=== uart_frame_parser ===
### src/rtl/uart_pkg.sv
// Shared definitions for the UART command path: frame parser states and the sync marker.
package uart_pkg;

    typedef enum logic [2:0] {
        HUNT,
        CMD,
        LEN,
        PAYLOAD,
        CHK,
        HOLD
    } frame_state_t;

    localparam logic [7:0] UART_SYNC_BYTE = 8'h7E;

endpackage

### src/rtl/uart_frame_parser.sv
// Deframes SYNC|CMD|LEN|PAYLOAD|CHK byte streams from the UART RX buffer into held commands,
// dropping bad frames with one-cycle error pulses.
module uart_frame_parser
    import uart_pkg::*;
#(
    parameter int unsigned MAX_PAYLOAD    = 8,
    parameter logic [7:0]  SYNC_BYTE      = UART_SYNC_BYTE,
    parameter int unsigned TIMEOUT_CYCLES = 5_000_000
) (
    input  logic                     clk,
    input  logic                     rst_n,
    input  logic [7:0]               in_data,
    input  logic                     in_valid,
    output logic                     in_ready,
    output logic [7:0]               out_cmd,
    output logic [3:0]               out_len,
    output logic [8*MAX_PAYLOAD-1:0] out_payload,
    output logic                     out_valid,
    input  logic                     out_ready,
    output logic                     err_checksum,
    output logic                     err_length,
    output logic                     err_timeout
);

    localparam int unsigned TIMER_W = $clog2(TIMEOUT_CYCLES + 1);

    frame_state_t         state_q, state_d;
    logic [7:0]           xor_q;
    logic [3:0]           idx_q;
    logic [TIMER_W-1:0]   timer_q;
    logic                 accept;
    logic                 timer_active;
    logic                 timeout;
    logic                 err_checksum_d, err_length_d, err_timeout_d;

    assign in_ready     = rst_n && (state_q != HOLD);
    assign accept       = in_valid && in_ready;
    assign timer_active = (state_q == CMD) || (state_q == LEN) ||
                          (state_q == PAYLOAD) || (state_q == CHK);
    // An accepted byte in the expiry cycle takes priority over the timeout.
    assign timeout      = timer_active && !accept &&
                          (timer_q == TIMER_W'(TIMEOUT_CYCLES - 1));

    always_comb begin
        state_d        = state_q;
        err_checksum_d = 1'b0;
        err_length_d   = 1'b0;
        err_timeout_d  = 1'b0;
        case (state_q)
            HUNT: begin
                if (accept && in_data == SYNC_BYTE) state_d = CMD;
            end
            CMD: begin
                if (accept) state_d = LEN;
            end
            LEN: begin
                if (accept) begin
                    if (in_data > 8'(MAX_PAYLOAD)) begin
                        err_length_d = 1'b1;
                        state_d      = HUNT;
                    end else if (in_data == 8'h00) begin
                        state_d = CHK;
                    end else begin
                        state_d = PAYLOAD;
                    end
                end
            end
            PAYLOAD: begin
                if (accept && idx_q == (out_len - 4'd1)) state_d = CHK;
            end
            CHK: begin
                if (accept) begin
                    if (in_data == xor_q) begin
                        state_d = HOLD;
                    end else begin
                        err_checksum_d = 1'b1;
                        state_d        = HUNT;
                    end
                end
            end
            HOLD: begin
                if (out_ready) state_d = HUNT;
            end
            default: state_d = HUNT;
        endcase
        if (timeout) begin
            err_timeout_d = 1'b1;
            state_d       = HUNT;
        end
    end

    always_ff @(posedge clk) begin
        if (!rst_n) begin
            state_q      <= HUNT;
            xor_q        <= '0;
            idx_q        <= '0;
            timer_q      <= '0;
            out_cmd      <= '0;
            out_len      <= '0;
            out_payload  <= '0;
            out_valid    <= 1'b0;
            err_checksum <= 1'b0;
            err_length   <= 1'b0;
            err_timeout  <= 1'b0;
        end else begin
            state_q      <= state_d;
            out_valid    <= (state_d == HOLD);
            err_checksum <= err_checksum_d;
            err_length   <= err_length_d;
            err_timeout  <= err_timeout_d;
            if (accept || !timer_active || state_d == HUNT) begin
                timer_q <= '0;
            end else begin
                timer_q <= timer_q + TIMER_W'(1);
            end
            if (accept) begin
                case (state_q)
                    CMD: begin
                        out_cmd     <= in_data;
                        xor_q       <= in_data;
                        out_payload <= '0;
                        idx_q       <= '0;
                    end
                    LEN: begin
                        xor_q <= xor_q ^ in_data;
                        // An oversize length is never exposed on out_len.
                        if (in_data <= 8'(MAX_PAYLOAD)) out_len <= in_data[3:0];
                    end
                    PAYLOAD: begin
                        for (int unsigned i = 0; i < MAX_PAYLOAD; i++) begin
                            if (idx_q == 4'(i)) out_payload[8*i +: 8] <= in_data;
                        end
                        xor_q <= xor_q ^ in_data;
                        idx_q <= idx_q + 4'd1;
                    end
                    default: ;
                endcase
            end
        end
    end

endmodule

### config.mk
export PLATFORM = sky130hd
export DESIGN_NAME = uart_frame_parser
export DESIGN_NICKNAME = d
export VERILOG_FILES = /design/src/rtl/uart_pkg.sv /design/src/rtl/uart_frame_parser.sv
export SDC_FILE = /design/constraint.sdc
export NUM_CORES = 1
export LEC_CHECK = 0
export ABC_CLOCK_PERIOD_IN_PS = 3200
export CAP_MARGIN = 20
export CORE_ASPECT_RATIO = 1.25
export CORE_MARGIN = 2
export CORE_UTILIZATION = 32
export DETAILED_ROUTE_END_ITERATION = 10
export PLACE_DENSITY = 0.64
export SLEW_MARGIN = 30
export SYNTH_ARGS = -nofsm -noshare
export SYNTH_HDL_FRONTEND = slang
export SYNTH_SLANG_ARGS = --single-unit
### constraint.sdc
create_clock -name clk -period 3.2 [get_ports clk]
set_input_delay 0.48 -clock clk [delete_from_list [all_inputs] [get_ports clk]]
set_output_delay 0.48 -clock clk [all_outputs]
set_load 0.01 [all_outputs]
=== dbg_trace_probe ===
[src/rtl/dbg_trace_probe.sv]
// rtl/dbg_trace_probe.sv - debug probe: live channel view plus triggered DEPTH-sample trace buffer
// Sequential readout of the capture memory once the trace is complete.
module dbg_trace_probe #(
  parameter int DATA_W = 8,
  parameter int NUM_CH = 4,
  parameter int DEPTH  = 16,
  parameter int SEL_W  = 2,
  localparam int CNT_W = $clog2(DEPTH + 1)
) (
  input  logic                     CLKSYS,
  input  logic                     RST,
  input  logic [NUM_CH*DATA_W-1:0] ch_data,
  input  logic [SEL_W-1:0]         sel,
  input  logic                     arm,
  input  logic [DATA_W-1:0]        trig_mask,
  input  logic [DATA_W-1:0]        trig_value,
  input  logic                     rd_en,
  output logic [DATA_W-1:0]        test,
  output logic [DATA_W-1:0]        rd_data,
  output logic                     rd_valid,
  output logic                     busy,
  output logic                     done,
  output logic [CNT_W-1:0]         count
);

  localparam int AW = (DEPTH > 1) ? $clog2(DEPTH) : 1;

  typedef enum logic [1:0] {IDLE, ARMED, CAPTURE, DONE} state_t;

  state_t            state_q, state_d;
  logic [SEL_W-1:0]  cap_sel_q, cap_sel_d;
  logic [DATA_W-1:0] cap_mask_q, cap_mask_d;
  logic [DATA_W-1:0] cap_value_q, cap_value_d;
  logic [CNT_W-1:0]  count_q, count_d;
  logic [CNT_W-1:0]  rd_ptr_q, rd_ptr_d;
  logic [DATA_W-1:0] test_q, test_d;
  logic [DATA_W-1:0] rd_data_q, rd_data_d;
  logic              rd_valid_q, rd_valid_d;

  logic [DATA_W-1:0] mem_q [DEPTH];
  logic              mem_we;
  logic [AW-1:0]     mem_waddr;
  logic [DATA_W-1:0] mem_wdata;

  logic [DATA_W-1:0] live_sample;
  logic [DATA_W-1:0] cap_sample;
  logic              cap_sel_ok;
  logic              trigger;

  // Out-of-range selects read as zero and leave cap_sel_ok low.
  always_comb begin
    live_sample = '0;
    cap_sample  = '0;
    cap_sel_ok  = 1'b0;
    for (int k = 0; k < NUM_CH; k++) begin
      if (32'(sel) == k) live_sample = ch_data[k*DATA_W +: DATA_W];
      if (32'(cap_sel_q) == k) begin
        cap_sample = ch_data[k*DATA_W +: DATA_W];
        cap_sel_ok = 1'b1;
      end
    end
  end

  assign trigger = cap_sel_ok && (((cap_sample ^ cap_value_q) & cap_mask_q) == '0);

  always_comb begin
    state_d     = state_q;
    cap_sel_d   = cap_sel_q;
    cap_mask_d  = cap_mask_q;
    cap_value_d = cap_value_q;
    count_d     = count_q;
    rd_ptr_d    = rd_ptr_q;
    test_d      = live_sample;
    rd_data_d   = rd_data_q;
    rd_valid_d  = 1'b0;
    mem_we      = 1'b0;
    mem_waddr   = '0;
    mem_wdata   = cap_sample;

    case (state_q)
      IDLE, DONE: begin
        if (arm) begin
          state_d     = ARMED;
          cap_sel_d   = sel;
          cap_mask_d  = trig_mask;
          cap_value_d = trig_value;
          count_d     = '0;
          rd_ptr_d    = '0;
        end else if (state_q == DONE && rd_en && rd_ptr_q < CNT_W'(DEPTH)) begin
          rd_valid_d = 1'b1;
          rd_data_d  = mem_q[rd_ptr_q[AW-1:0]];
          rd_ptr_d   = rd_ptr_q + 1'b1;
        end
      end
      ARMED: begin
        if (trigger) begin
          mem_we    = 1'b1;
          mem_waddr = '0;
          count_d   = CNT_W'(1);
          state_d   = CAPTURE;
        end
      end
      CAPTURE: begin
        mem_we    = 1'b1;
        mem_waddr = count_q[AW-1:0];
        count_d   = count_q + 1'b1;
        if (count_q == CNT_W'(DEPTH - 1)) state_d = DONE;
      end
      default: state_d = IDLE;
    endcase
  end

  always_ff @(posedge CLKSYS) begin
    if (!RST) begin
      state_q     <= IDLE;
      cap_sel_q   <= '0;
      cap_mask_q  <= '0;
      cap_value_q <= '0;
      count_q     <= '0;
      rd_ptr_q    <= '0;
      test_q      <= '0;
      rd_data_q   <= '0;
      rd_valid_q  <= 1'b0;
    end else begin
      state_q     <= state_d;
      cap_sel_q   <= cap_sel_d;
      cap_mask_q  <= cap_mask_d;
      cap_value_q <= cap_value_d;
      count_q     <= count_d;
      rd_ptr_q    <= rd_ptr_d;
      test_q      <= test_d;
      rd_data_q   <= rd_data_d;
      rd_valid_q  <= rd_valid_d;
    end
  end

  // Trace memory keeps its contents across reset.
  always_ff @(posedge CLKSYS) begin
    if (RST && mem_we) mem_q[mem_waddr] <= mem_wdata;
  end

  assign test     = test_q;
  assign rd_data  = rd_data_q;
  assign rd_valid = rd_valid_q;
  assign busy     = (state_q == ARMED) || (state_q == CAPTURE);
  assign done     = (state_q == DONE);
  assign count    = count_q;

endmodule
[config.mk]
export PLATFORM = sky130hd
export DESIGN_NAME = dbg_trace_probe
export DESIGN_NICKNAME = d
export VERILOG_FILES = /design/src/rtl/dbg_trace_probe.sv
export SDC_FILE = /design/constraint.sdc
export NUM_CORES = 1
export LEC_CHECK = 0
export ABC_AREA = 1
export CAP_MARGIN = 10
export CORE_ASPECT_RATIO = 1.4
export CORE_MARGIN = 4
export CORE_UTILIZATION = 55
export DETAILED_ROUTE_END_ITERATION = 8
export PLACE_DENSITY = 0.78
export SLEW_MARGIN = 20
export SYNTH_ARGS = -nofsm -noshare
export SYNTH_HDL_FRONTEND = slang
export SYNTH_SLANG_ARGS = --single-unit
[constraint.sdc]
create_clock -name CLKSYS -period 5.13 [get_ports CLKSYS]
set_input_delay 0.7695 -clock CLKSYS [delete_from_list [all_inputs] [get_ports CLKSYS]]
set_output_delay 0.7695 -clock CLKSYS [all_outputs]
set_load 0.01 [all_outputs]
=== i2c_line_frontend_flat ===
`src/rtl/i2c_pkg.sv`:
```
// i2c_pkg
// Shared types and default constants for the I2C line front end.
//   bus_state_t     : bus ownership state (BUS_IDLE / BUS_BUSY)
//   I2C_SYNC_STAGES : default synchronizer depth per line
//   I2C_FILT_LEN    : default number of differing samples needed to accept a level
//   GLITCH_CNT_W    : width of the optional rejected-glitch counter
package i2c_pkg;

  typedef enum logic {
    BUS_IDLE = 1'b0,
    BUS_BUSY = 1'b1
  } bus_state_t;

  localparam int I2C_SYNC_STAGES = 2;
  localparam int I2C_FILT_LEN    = 3;
  localparam int GLITCH_CNT_W    = 8;

endpackage

```
`src/rtl/i2c_line_frontend_if.sv`:
```
// i2c_line_frontend_if
// Bundles the raw pad inputs and the conditioned outputs of the I2C line front end.
//   SCL_in, SDA_in         : raw pad levels (driven by the pad side)
//   scl_filt, sda_filt     : filtered levels
//   scl_rise, scl_fall     : one-cycle filtered SCL edge strobes
//   start_det, stop_det    : one-cycle START / STOP strobes
//   bus_busy               : high between START and STOP
//   glitch_cnt             : saturating rejected-glitch count, only with I2C_GLITCH_COUNT_EN
// Modports: master = pad/consumer side, slave = the front end itself.
interface i2c_line_frontend_if;
  import i2c_pkg::*;

  logic SCL_in;
  logic SDA_in;
  logic scl_filt;
  logic sda_filt;
  logic scl_rise;
  logic scl_fall;
  logic start_det;
  logic stop_det;
  logic bus_busy;
`ifdef I2C_GLITCH_COUNT_EN
  logic [GLITCH_CNT_W-1:0] glitch_cnt;
`endif

  modport master (
    output SCL_in, SDA_in,
    input  scl_filt, sda_filt, scl_rise, scl_fall, start_det, stop_det, bus_busy
`ifdef I2C_GLITCH_COUNT_EN
    , input glitch_cnt
`endif
  );

  modport slave (
    input  SCL_in, SDA_in,
    output scl_filt, sda_filt, scl_rise, scl_fall, start_det, stop_det, bus_busy
`ifdef I2C_GLITCH_COUNT_EN
    , output glitch_cnt
`endif
  );

endinterface

```
`src/rtl/i2c_line_filt.sv`:
```
// i2c_line_filt
// One I2C line: synchronizer chain, run-length de-glitch filter and history register.
//   clock     : system clock
//   reset     : asynchronous, active-low reset
//   line_in   : raw pad level
//   filt      : filtered level
//   filt_q    : filtered level one cycle earlier
//   filt_next : value filt takes at the next rising edge
//   glitch    : high for one cycle when a differing run ends without a flip
//               (port exists only with I2C_GLITCH_COUNT_EN)
module i2c_line_filt
  import i2c_pkg::*;
#(
  parameter int SYNC_STAGES = I2C_SYNC_STAGES,
  parameter int FILT_LEN    = I2C_FILT_LEN
) (
  input  logic clock,
  input  logic reset,
  input  logic line_in,
  output logic filt,
  output logic filt_q,
  output logic filt_next
`ifdef I2C_GLITCH_COUNT_EN
  , output logic glitch
`endif
);

  localparam int CNT_W = (FILT_LEN > 1) ? $clog2(FILT_LEN) : 1;

  logic [SYNC_STAGES-1:0] sync_q;
  logic [CNT_W-1:0]       cnt_q;
  logic [CNT_W-1:0]       cnt_next;
  logic                   line_sync;
  logic                   differs;
  logic                   flip;

  assign line_sync = sync_q[SYNC_STAGES-1];
  assign differs   = (line_sync != filt);
  // The counter holds the number of differing samples already seen, so the
  // FILT_LEN-th consecutive differing sample is the one that flips the level.
  assign flip      = differs && (cnt_q == CNT_W'(FILT_LEN - 1));
  assign filt_next = filt ^ flip;

`ifdef I2C_GLITCH_COUNT_EN
  assign glitch = !differs && (cnt_q != '0);
`endif

  // Counter clears on agreement or on a flip, otherwise it extends the run.
  always_comb begin
    cnt_next = '0;
    if (differs && !flip) begin
      cnt_next = cnt_q + CNT_W'(1);
    end
  end

  // Synchronizer, filter state and the one-cycle history of the filtered level.
  always_ff @(posedge clock or negedge reset) begin
    if (!reset) begin
      sync_q <= '1;
      cnt_q  <= '0;
      filt   <= 1'b1;
      filt_q <= 1'b1;
    end else begin
      sync_q <= {sync_q[SYNC_STAGES-2:0], line_in};
      cnt_q  <= cnt_next;
      filt   <= filt_next;
      filt_q <= filt;
    end
  end

endmodule

```
`src/rtl/i2c_line_frontend.sv`:
```
// i2c_line_frontend
// Pad-side conditioning for an I2C slave: synchronizes and de-glitches SCL/SDA,
// produces SCL edge, START and STOP strobes and tracks bus ownership.
//   clock : system clock
//   reset : asynchronous, active-low reset
//   bus   : i2c_line_frontend_if.slave (pads in, conditioned levels/strobes out)
// Optional feature: define I2C_GLITCH_COUNT_EN to add the saturating glitch_cnt output.
module i2c_line_frontend
  import i2c_pkg::*;
#(
  parameter int SYNC_STAGES = I2C_SYNC_STAGES,
  parameter int FILT_LEN    = I2C_FILT_LEN
) (
  input  logic                 clock,
  input  logic                 reset,
  i2c_line_frontend_if.slave   bus
);

  logic scl_filt, scl_filt_q, scl_next;
  logic sda_filt, sda_filt_q, sda_next;
  logic start_next, stop_next;
  bus_state_t state_q, state_next;

`ifdef I2C_GLITCH_COUNT_EN
  logic                    scl_glitch, sda_glitch;
  logic [GLITCH_CNT_W-1:0] glitch_cnt_q;
  logic [GLITCH_CNT_W:0]   glitch_sum;
`endif

  i2c_line_filt #(.SYNC_STAGES(SYNC_STAGES), .FILT_LEN(FILT_LEN)) u_scl_filt (
    .clock     (clock),
    .reset     (reset),
    .line_in   (bus.SCL_in),
    .filt      (scl_filt),
    .filt_q    (scl_filt_q),
    .filt_next (scl_next)
`ifdef I2C_GLITCH_COUNT_EN
    , .glitch  (scl_glitch)
`endif
  );

  i2c_line_filt #(.SYNC_STAGES(SYNC_STAGES), .FILT_LEN(FILT_LEN)) u_sda_filt (
    .clock     (clock),
    .reset     (reset),
    .line_in   (bus.SDA_in),
    .filt      (sda_filt),
    .filt_q    (sda_filt_q),
    .filt_next (sda_next)
`ifdef I2C_GLITCH_COUNT_EN
    , .glitch  (sda_glitch)
`endif
  );

  // Requiring SCL stable high across the SDA change means a simultaneous
  // SCL/SDA flip can only ever produce the SCL strobe.
  assign bus.scl_filt  = scl_filt;
  assign bus.sda_filt  = sda_filt;
  assign bus.scl_rise  = scl_filt & ~scl_filt_q;
  assign bus.scl_fall  = ~scl_filt & scl_filt_q;
  assign bus.start_det = scl_filt & scl_filt_q & ~sda_filt & sda_filt_q;
  assign bus.stop_det  = scl_filt & scl_filt_q & sda_filt & ~sda_filt_q;
  assign bus.bus_busy  = (state_q == BUS_BUSY);

  // The strobes only become visible after the filters flip, so the FSM looks
  // one edge ahead at the filter next-values; that lets bus_busy move in the
  // same cycle as start_det / stop_det.
  assign start_next = scl_next & scl_filt & ~sda_next & sda_filt;
  assign stop_next  = scl_next & scl_filt & sda_next & ~sda_filt;

  // Bus ownership state register.
  always_ff @(posedge clock or negedge reset) begin
    if (!reset) begin
      state_q <= BUS_IDLE;
    end else begin
      state_q <= state_next;
    end
  end

  // Repeated START keeps BUS_BUSY; a STOP while idle leaves the bus idle.
  always_comb begin
    state_next = state_q;
    unique case (state_q)
      BUS_IDLE: if (start_next) state_next = BUS_BUSY;
      BUS_BUSY: if (stop_next)  state_next = BUS_IDLE;
      default:  state_next = BUS_IDLE;
    endcase
  end

`ifdef I2C_GLITCH_COUNT_EN
  // One extra bit of headroom so the +2 case can be detected and clamped.
  assign glitch_sum = {1'b0, glitch_cnt_q}
                    + {{GLITCH_CNT_W{1'b0}}, scl_glitch}
                    + {{GLITCH_CNT_W{1'b0}}, sda_glitch};

  // Saturating count of rejected glitches on either line.
  always_ff @(posedge clock or negedge reset) begin
    if (!reset) begin
      glitch_cnt_q <= '0;
    end else begin
      glitch_cnt_q <= glitch_sum[GLITCH_CNT_W] ? '1 : glitch_sum[GLITCH_CNT_W-1:0];
    end
  end

  assign bus.glitch_cnt = glitch_cnt_q;
`endif

endmodule

```
`src/flat_wrapper.sv`:
```
// flat-port wrapper written by rule: the top's interface ports become plain ports
module i2c_line_frontend_flat import i2c_pkg::*;
#(
  parameter int SYNC_STAGES = I2C_SYNC_STAGES,
  parameter int FILT_LEN    = I2C_FILT_LEN
)
  (clock, reset, bus_SCL_in, bus_SDA_in, bus_scl_filt, bus_sda_filt, bus_scl_rise, bus_scl_fall, bus_start_det, bus_stop_det, bus_bus_busy);
  i2c_line_frontend_if bus_i ();
  input  logic clock;
  input  logic reset;
  input wire logic [$bits(bus_i.SCL_in)-1:0] bus_SCL_in;
  input wire logic [$bits(bus_i.SDA_in)-1:0] bus_SDA_in;
  output wire logic [$bits(bus_i.scl_filt)-1:0] bus_scl_filt;
  output wire logic [$bits(bus_i.sda_filt)-1:0] bus_sda_filt;
  output wire logic [$bits(bus_i.scl_rise)-1:0] bus_scl_rise;
  output wire logic [$bits(bus_i.scl_fall)-1:0] bus_scl_fall;
  output wire logic [$bits(bus_i.start_det)-1:0] bus_start_det;
  output wire logic [$bits(bus_i.stop_det)-1:0] bus_stop_det;
  output wire logic [$bits(bus_i.bus_busy)-1:0] bus_bus_busy;
  assign bus_i.SCL_in = bus_SCL_in;
  assign bus_i.SDA_in = bus_SDA_in;
  assign bus_scl_filt = bus_i.scl_filt;
  assign bus_sda_filt = bus_i.sda_filt;
  assign bus_scl_rise = bus_i.scl_rise;
  assign bus_scl_fall = bus_i.scl_fall;
  assign bus_start_det = bus_i.start_det;
  assign bus_stop_det = bus_i.stop_det;
  assign bus_bus_busy = bus_i.bus_busy;
  i2c_line_frontend #(.SYNC_STAGES(SYNC_STAGES), .FILT_LEN(FILT_LEN)) u_core (.clock(clock), .reset(reset), .bus(bus_i));
endmodule
```
`config.mk`:
```
export PLATFORM = sky130hd
export DESIGN_NAME = i2c_line_frontend_flat
export DESIGN_NICKNAME = d
export VERILOG_FILES = /design/src/rtl/i2c_pkg.sv /design/src/rtl/i2c_line_frontend_if.sv /design/src/rtl/i2c_line_filt.sv /design/src/rtl/i2c_line_frontend.sv /design/src/flat_wrapper.sv
export SDC_FILE = /design/constraint.sdc
export NUM_CORES = 1
export LEC_CHECK = 0
export CAP_MARGIN = 20
export CORE_AREA = 2 2 39 41
export DETAILED_ROUTE_END_ITERATION = 10
export DIE_AREA = 0 0 41 43
export GPL_TIMING_DRIVEN = 1
export SYNTH_ARGS = -nofsm -noshare
export SYNTH_HDL_FRONTEND = slang
export SYNTH_HIERARCHICAL = 1
export SYNTH_SLANG_ARGS = --single-unit
```
`constraint.sdc`:
```
create_clock -name clock -period 1.8 [get_ports clock]
set_clock_uncertainty 0.2 [all_clocks]
set_input_delay 0.27 -clock clock [delete_from_list [all_inputs] [get_ports clock]]
set_output_delay 0.27 -clock clock [all_outputs]
set_load 0.005 [all_outputs]
```
### Routed metal per tile, i2c_line_frontend_flat

Drawn at 8 px/um. 8 x 9 tiles, from white (low) to dark blue (high), scaled to the fullest tile. Values are wire area over tile area, all layers added.
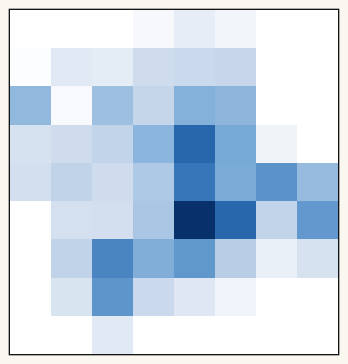
The mean over all tiles is 0.066. The densest ninth of the die: center. 32% of the tiles are nearly empty. 14% of the tiles are over half the peak. The fullest tile reaches 0.29.
gr usage total: 11.0%
Post-Route WL: 722 um
DR vias: 302
drt wl/cell: 10.6 um

### Port wiring, i2c_line_frontend_flat

Drawn at 12 px/um.
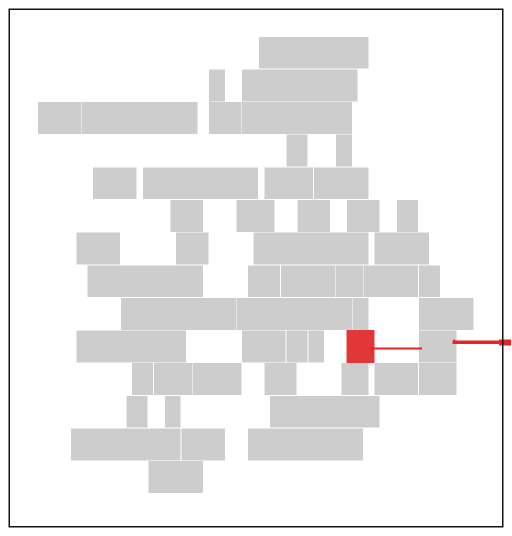
Key: bus_scl_fall = red [direction output, edge east, end cells 1, buffers 1, wire 8.20 um]
I/O pins: 11
port bufs: 10

==> changes_impl.md, i2c_line_frontend_flat <==
## Implementation

* Worst-path clk slew at 70 ps
* Outcome: complete, no violations
* CP endpoint kind: flop
* Final antenna diode count at 0
* H-tree depth at 1
* CP Launch Type: flop
* Biggest Area Class: registers
* Worst-Skew Late Latency at 260 ps
* Area share of fa/ha/maj cells after synthesis at 4.99%
* Cts repair resizes at 10
* P_clk at 165 uW
* Core Util, Final at 48.3%
* Crit Path Class: flop to flop
* N_taps at 16
* Met1 GRT Util at 13.2%
* Seq pwr at 474 uW
* Maximum clock frequency at 592 MHz
* Cells after DPL at 63
* Largest net degree at the start of global routing at 14
* M3 GR Usage at 3.14%
* Final worst path period share at 93.9%
* Sequential power share at 45.3%
* Vias in the first global route at 334
* Mux share at 4.49%
* Row count at 14
* Layout cells sized above 1 at 38.5%
* R2R depth at 5
* XORs/XNORs by Area at 3.49%
* Number of logic inverters in the finished layout at 3
i2c_line_frontend_flat: cell usage in the layout (no fill, tap or decap), drive strengths merged:
master / count
clkbuf: 4
clkdlybuf4s15: 1
dlymetal6s2s: 1
nor3: 4
nand2: 1
buf: 5
dlygate4sd2: 2
a211oi: 1
nand3b: 1
xnor2: 2
nor2: 1
and4b: 1
clkdlybuf4s50: 4
dfrtp: 5
nor2b: 2
mux2: 2
inv: 3
ha: 2
dfstp: 8
nor3b: 2
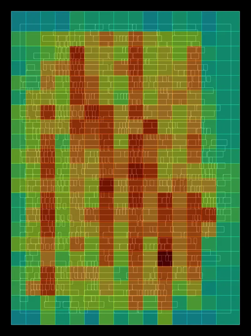
*Track usage over the die, dbg_trace_probe*
met1 GRT Util: 29.2%
gr usage total: 24.7%

==> changes_impl.md, dbg_trace_probe <==
## Implementation

* Outcome: complete, no violations
* Setup crit end: mem_q[15][6]
* DRC at 0
* Tot Pwr at 3.94 mW
* Combinational power at 882 uW
* # Post-CTS Setup Buffers at 0
* Final Max Slew Viols at 0
* FP Util at 56.5%
* Synth area leaders: edfxtp_1, dfxtp_1, nor2_1
* Clock sink total at 175
* Final min period at 3700 ps
* EDFF count, synth at 128
* Port bufs at 77
* Area grow syn2layout at 18.5%
* Met2 Resource Use GR at 44.2%
* RR Startpoint: cap_sel_q[1]
* Routed met3 length at 1.33 mm
* CTS Root Cell: clkbuf_16
* Post-route insts no fill at 1009
* Critical path required time at 5180 ps
* Slowest stage cell, crit path: dfxtp_1
* Maximum clock frequency at 270 MHz
* Worst-Skew Late Latency at 430 ps
* Final Hold Viols at 0
* Yosys reg bits at 175
* Synth cell count leaders: nor2_1, edfxtp_1, o21ai_0
* YS warnings at 0
* Arr. time, crit path at 3760 ps
-- dbg_trace_probe: tightest hold or removal path, delay by kind of cell, from the launching register on --
kind,cells,cell delay (ps)
AOI/OAI and AO/OA,1,50
buffers and inverters,1,60
DFF,1,310
-- dbg_trace_probe: logic make-up after synthesis --
| logic type | count (synthesis) | synth area share [%] |
|---|---|---|
| mux | 12 | 1.57 |
| buf+inv | 102 | 5.39 |
| fa+ha+maj | 7 | 1.15 |
| flops | 175 | 62.6 |
| compound gates | 171 | 14.0 |
| simple gates | 288 | 15.3 |
### Port wiring, uart_frame_parser

Drawn at 3 px/um.
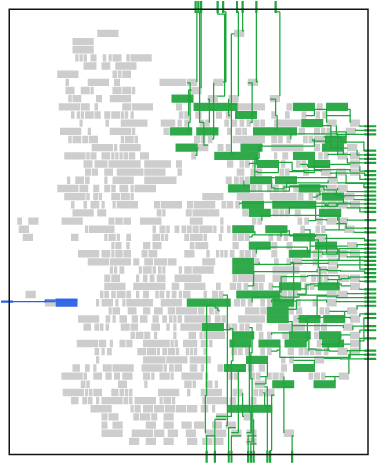
Key: err_checksum = blue [direction output, edge west, end cells 1, buffers 1, wire 25.9 um]; out_payload = green [direction output, edge 45 east, 10 south, 9 north, end cells 64, buffers 64, wire 2070 um]
I/O pins: 93
port bufs: 92

==> changes_impl.md, uart_frame_parser <==
## Implementation

* Final antenna diode count at 0
* Worst hold-check path type: flop to flop
* Core Util, Final at 43.0%
* Post-route insts no fill at 936
* Final net count at 727
* Avg Synthesized Cell Area at 8.37 um^2
* Power Density at 523 nW/um^2
* Cell family with most CP delay: flip-flops
* Die X at 119 um
* Most instantiated logic cell after routing: dfxtp_1
* Pleak at 2.36 nW
* Highest routed layer: met4
* Worst hold path startpoint: timer_q[0]
* CP endpoint kind: output pin
* Drt wl/cell at 14.2 um
* Cells after DPL at 906
* Slowest stage delay, CP at 570 ps
* Distinct cells, synth at 45
* Max VDD drop at 0.340 mV
* CTS Root Cell: clkbuf_16
* Max-capacitance violation count at 0
* Detail Placement HPWL at 9.00 mm
* Outcome: complete, no violations
* Reg-to-Reg End: out_payload[42]
* Cts repair resizes at 0
* Combinational Power Share at 1.8%
* YS warnings at 0
* Met2 Resource Use GR at 24.8%
* First-pass GRT wire length at 21.9 mm
* Setup crit end: in_ready
* Bufs and invs on worst path at 1
* CP startpoint: state_q[1]
* Fin Clk Skew at 11.4 ps
* CTS tree: done
* Switching share of total power at 18.9%
* Final worst path period share at 76.6%
* Cells along the critical path: nand3b_1 -> and2_1 -> clkdlybuf4s50_1
* Post-CTS Hold Buffers at 0
* Hold_ws at 433 ps
* Die height at 148 um
* Synth area leaders: dfxtp_1, and2_1, o21ai_0
* Synth cell count leaders: dfxtp_1, o21ai_0, nand3_1
* Register area at 2360 um^2
* Worst path depth at 3
* Final min period at 2450 ps
[uart_frame_parser: cells by family (layout without fill, tap and decap cells)]
logic type	count (synthesis)	in the layout	share of synthesized area, %
DFF	118	118	44.6
xor gates and xnor gates	36	36	5.95
buffers and inverters	48	135	4.91
AOI/OAI and AO/OA	112	112	11.9
adders and majority gates	6	6	1.42
and+or+nand+nor	309	309	30.5
muxes	4	4	0.755
[uart_frame_parser: state kept, by name (all words and copies together), names as in the netlist]
register / flops
err_checksum: 1
err_length: 1
err_timeout: 1
idx_q: 4
out_cmd: 8
out_len: 4
out_payload: 64
out_valid: 1
state_q: 3
timer_q: 23
xor_q: 8

==> notes/layouts.md <==
Pictures saved along the way, in no particular order.

Routed clock nets over the placement.
panel A
Drawn at 12 px/um.
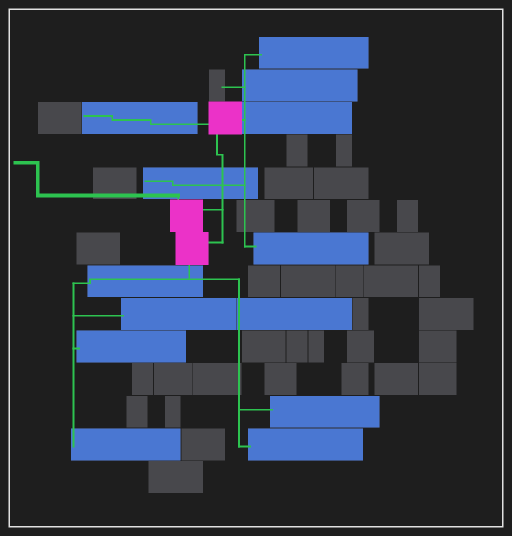
panel B
Drawn at 3 px/um.
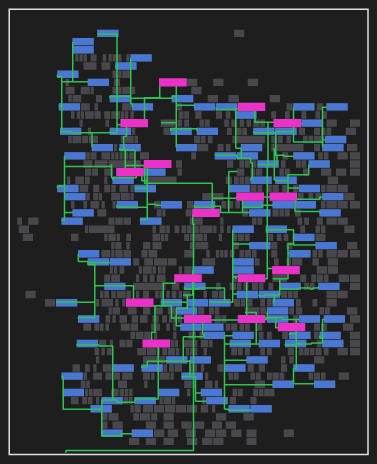
panel C
Drawn at 3 px/um.
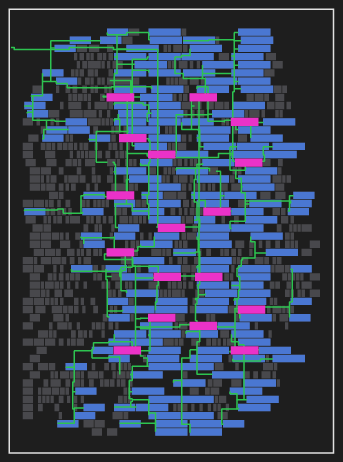
Panel B comes from uart_frame_parser.
Panel A comes from i2c_line_frontend_flat.
Panel C comes from dbg_trace_probe.



==> notes/layouts.md <==
Pictures saved along the way, in no particular order.

Gate-type map.
picture 1
Drawn at 2 px/um.
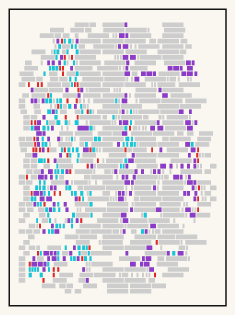
picture 2
Drawn at 2 px/um.
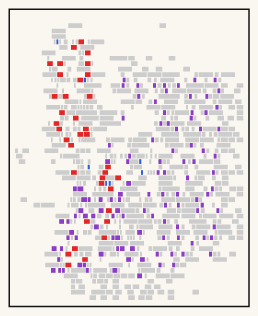
picture 3
Drawn at 8 px/um.
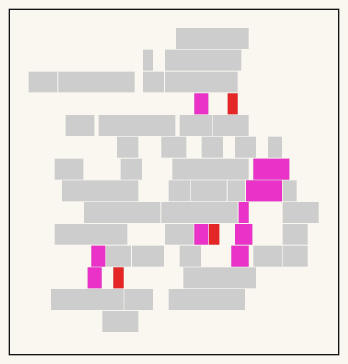
Of these, fewest cells: picture 3
Of these, smallest die: picture 3
For dbg_trace_probe, see picture 1.
For uart_frame_parser, see picture 2.
For i2c_line_frontend_flat, see picture 3.

No activity file was given, so power comes from the tool's default toggle rates.
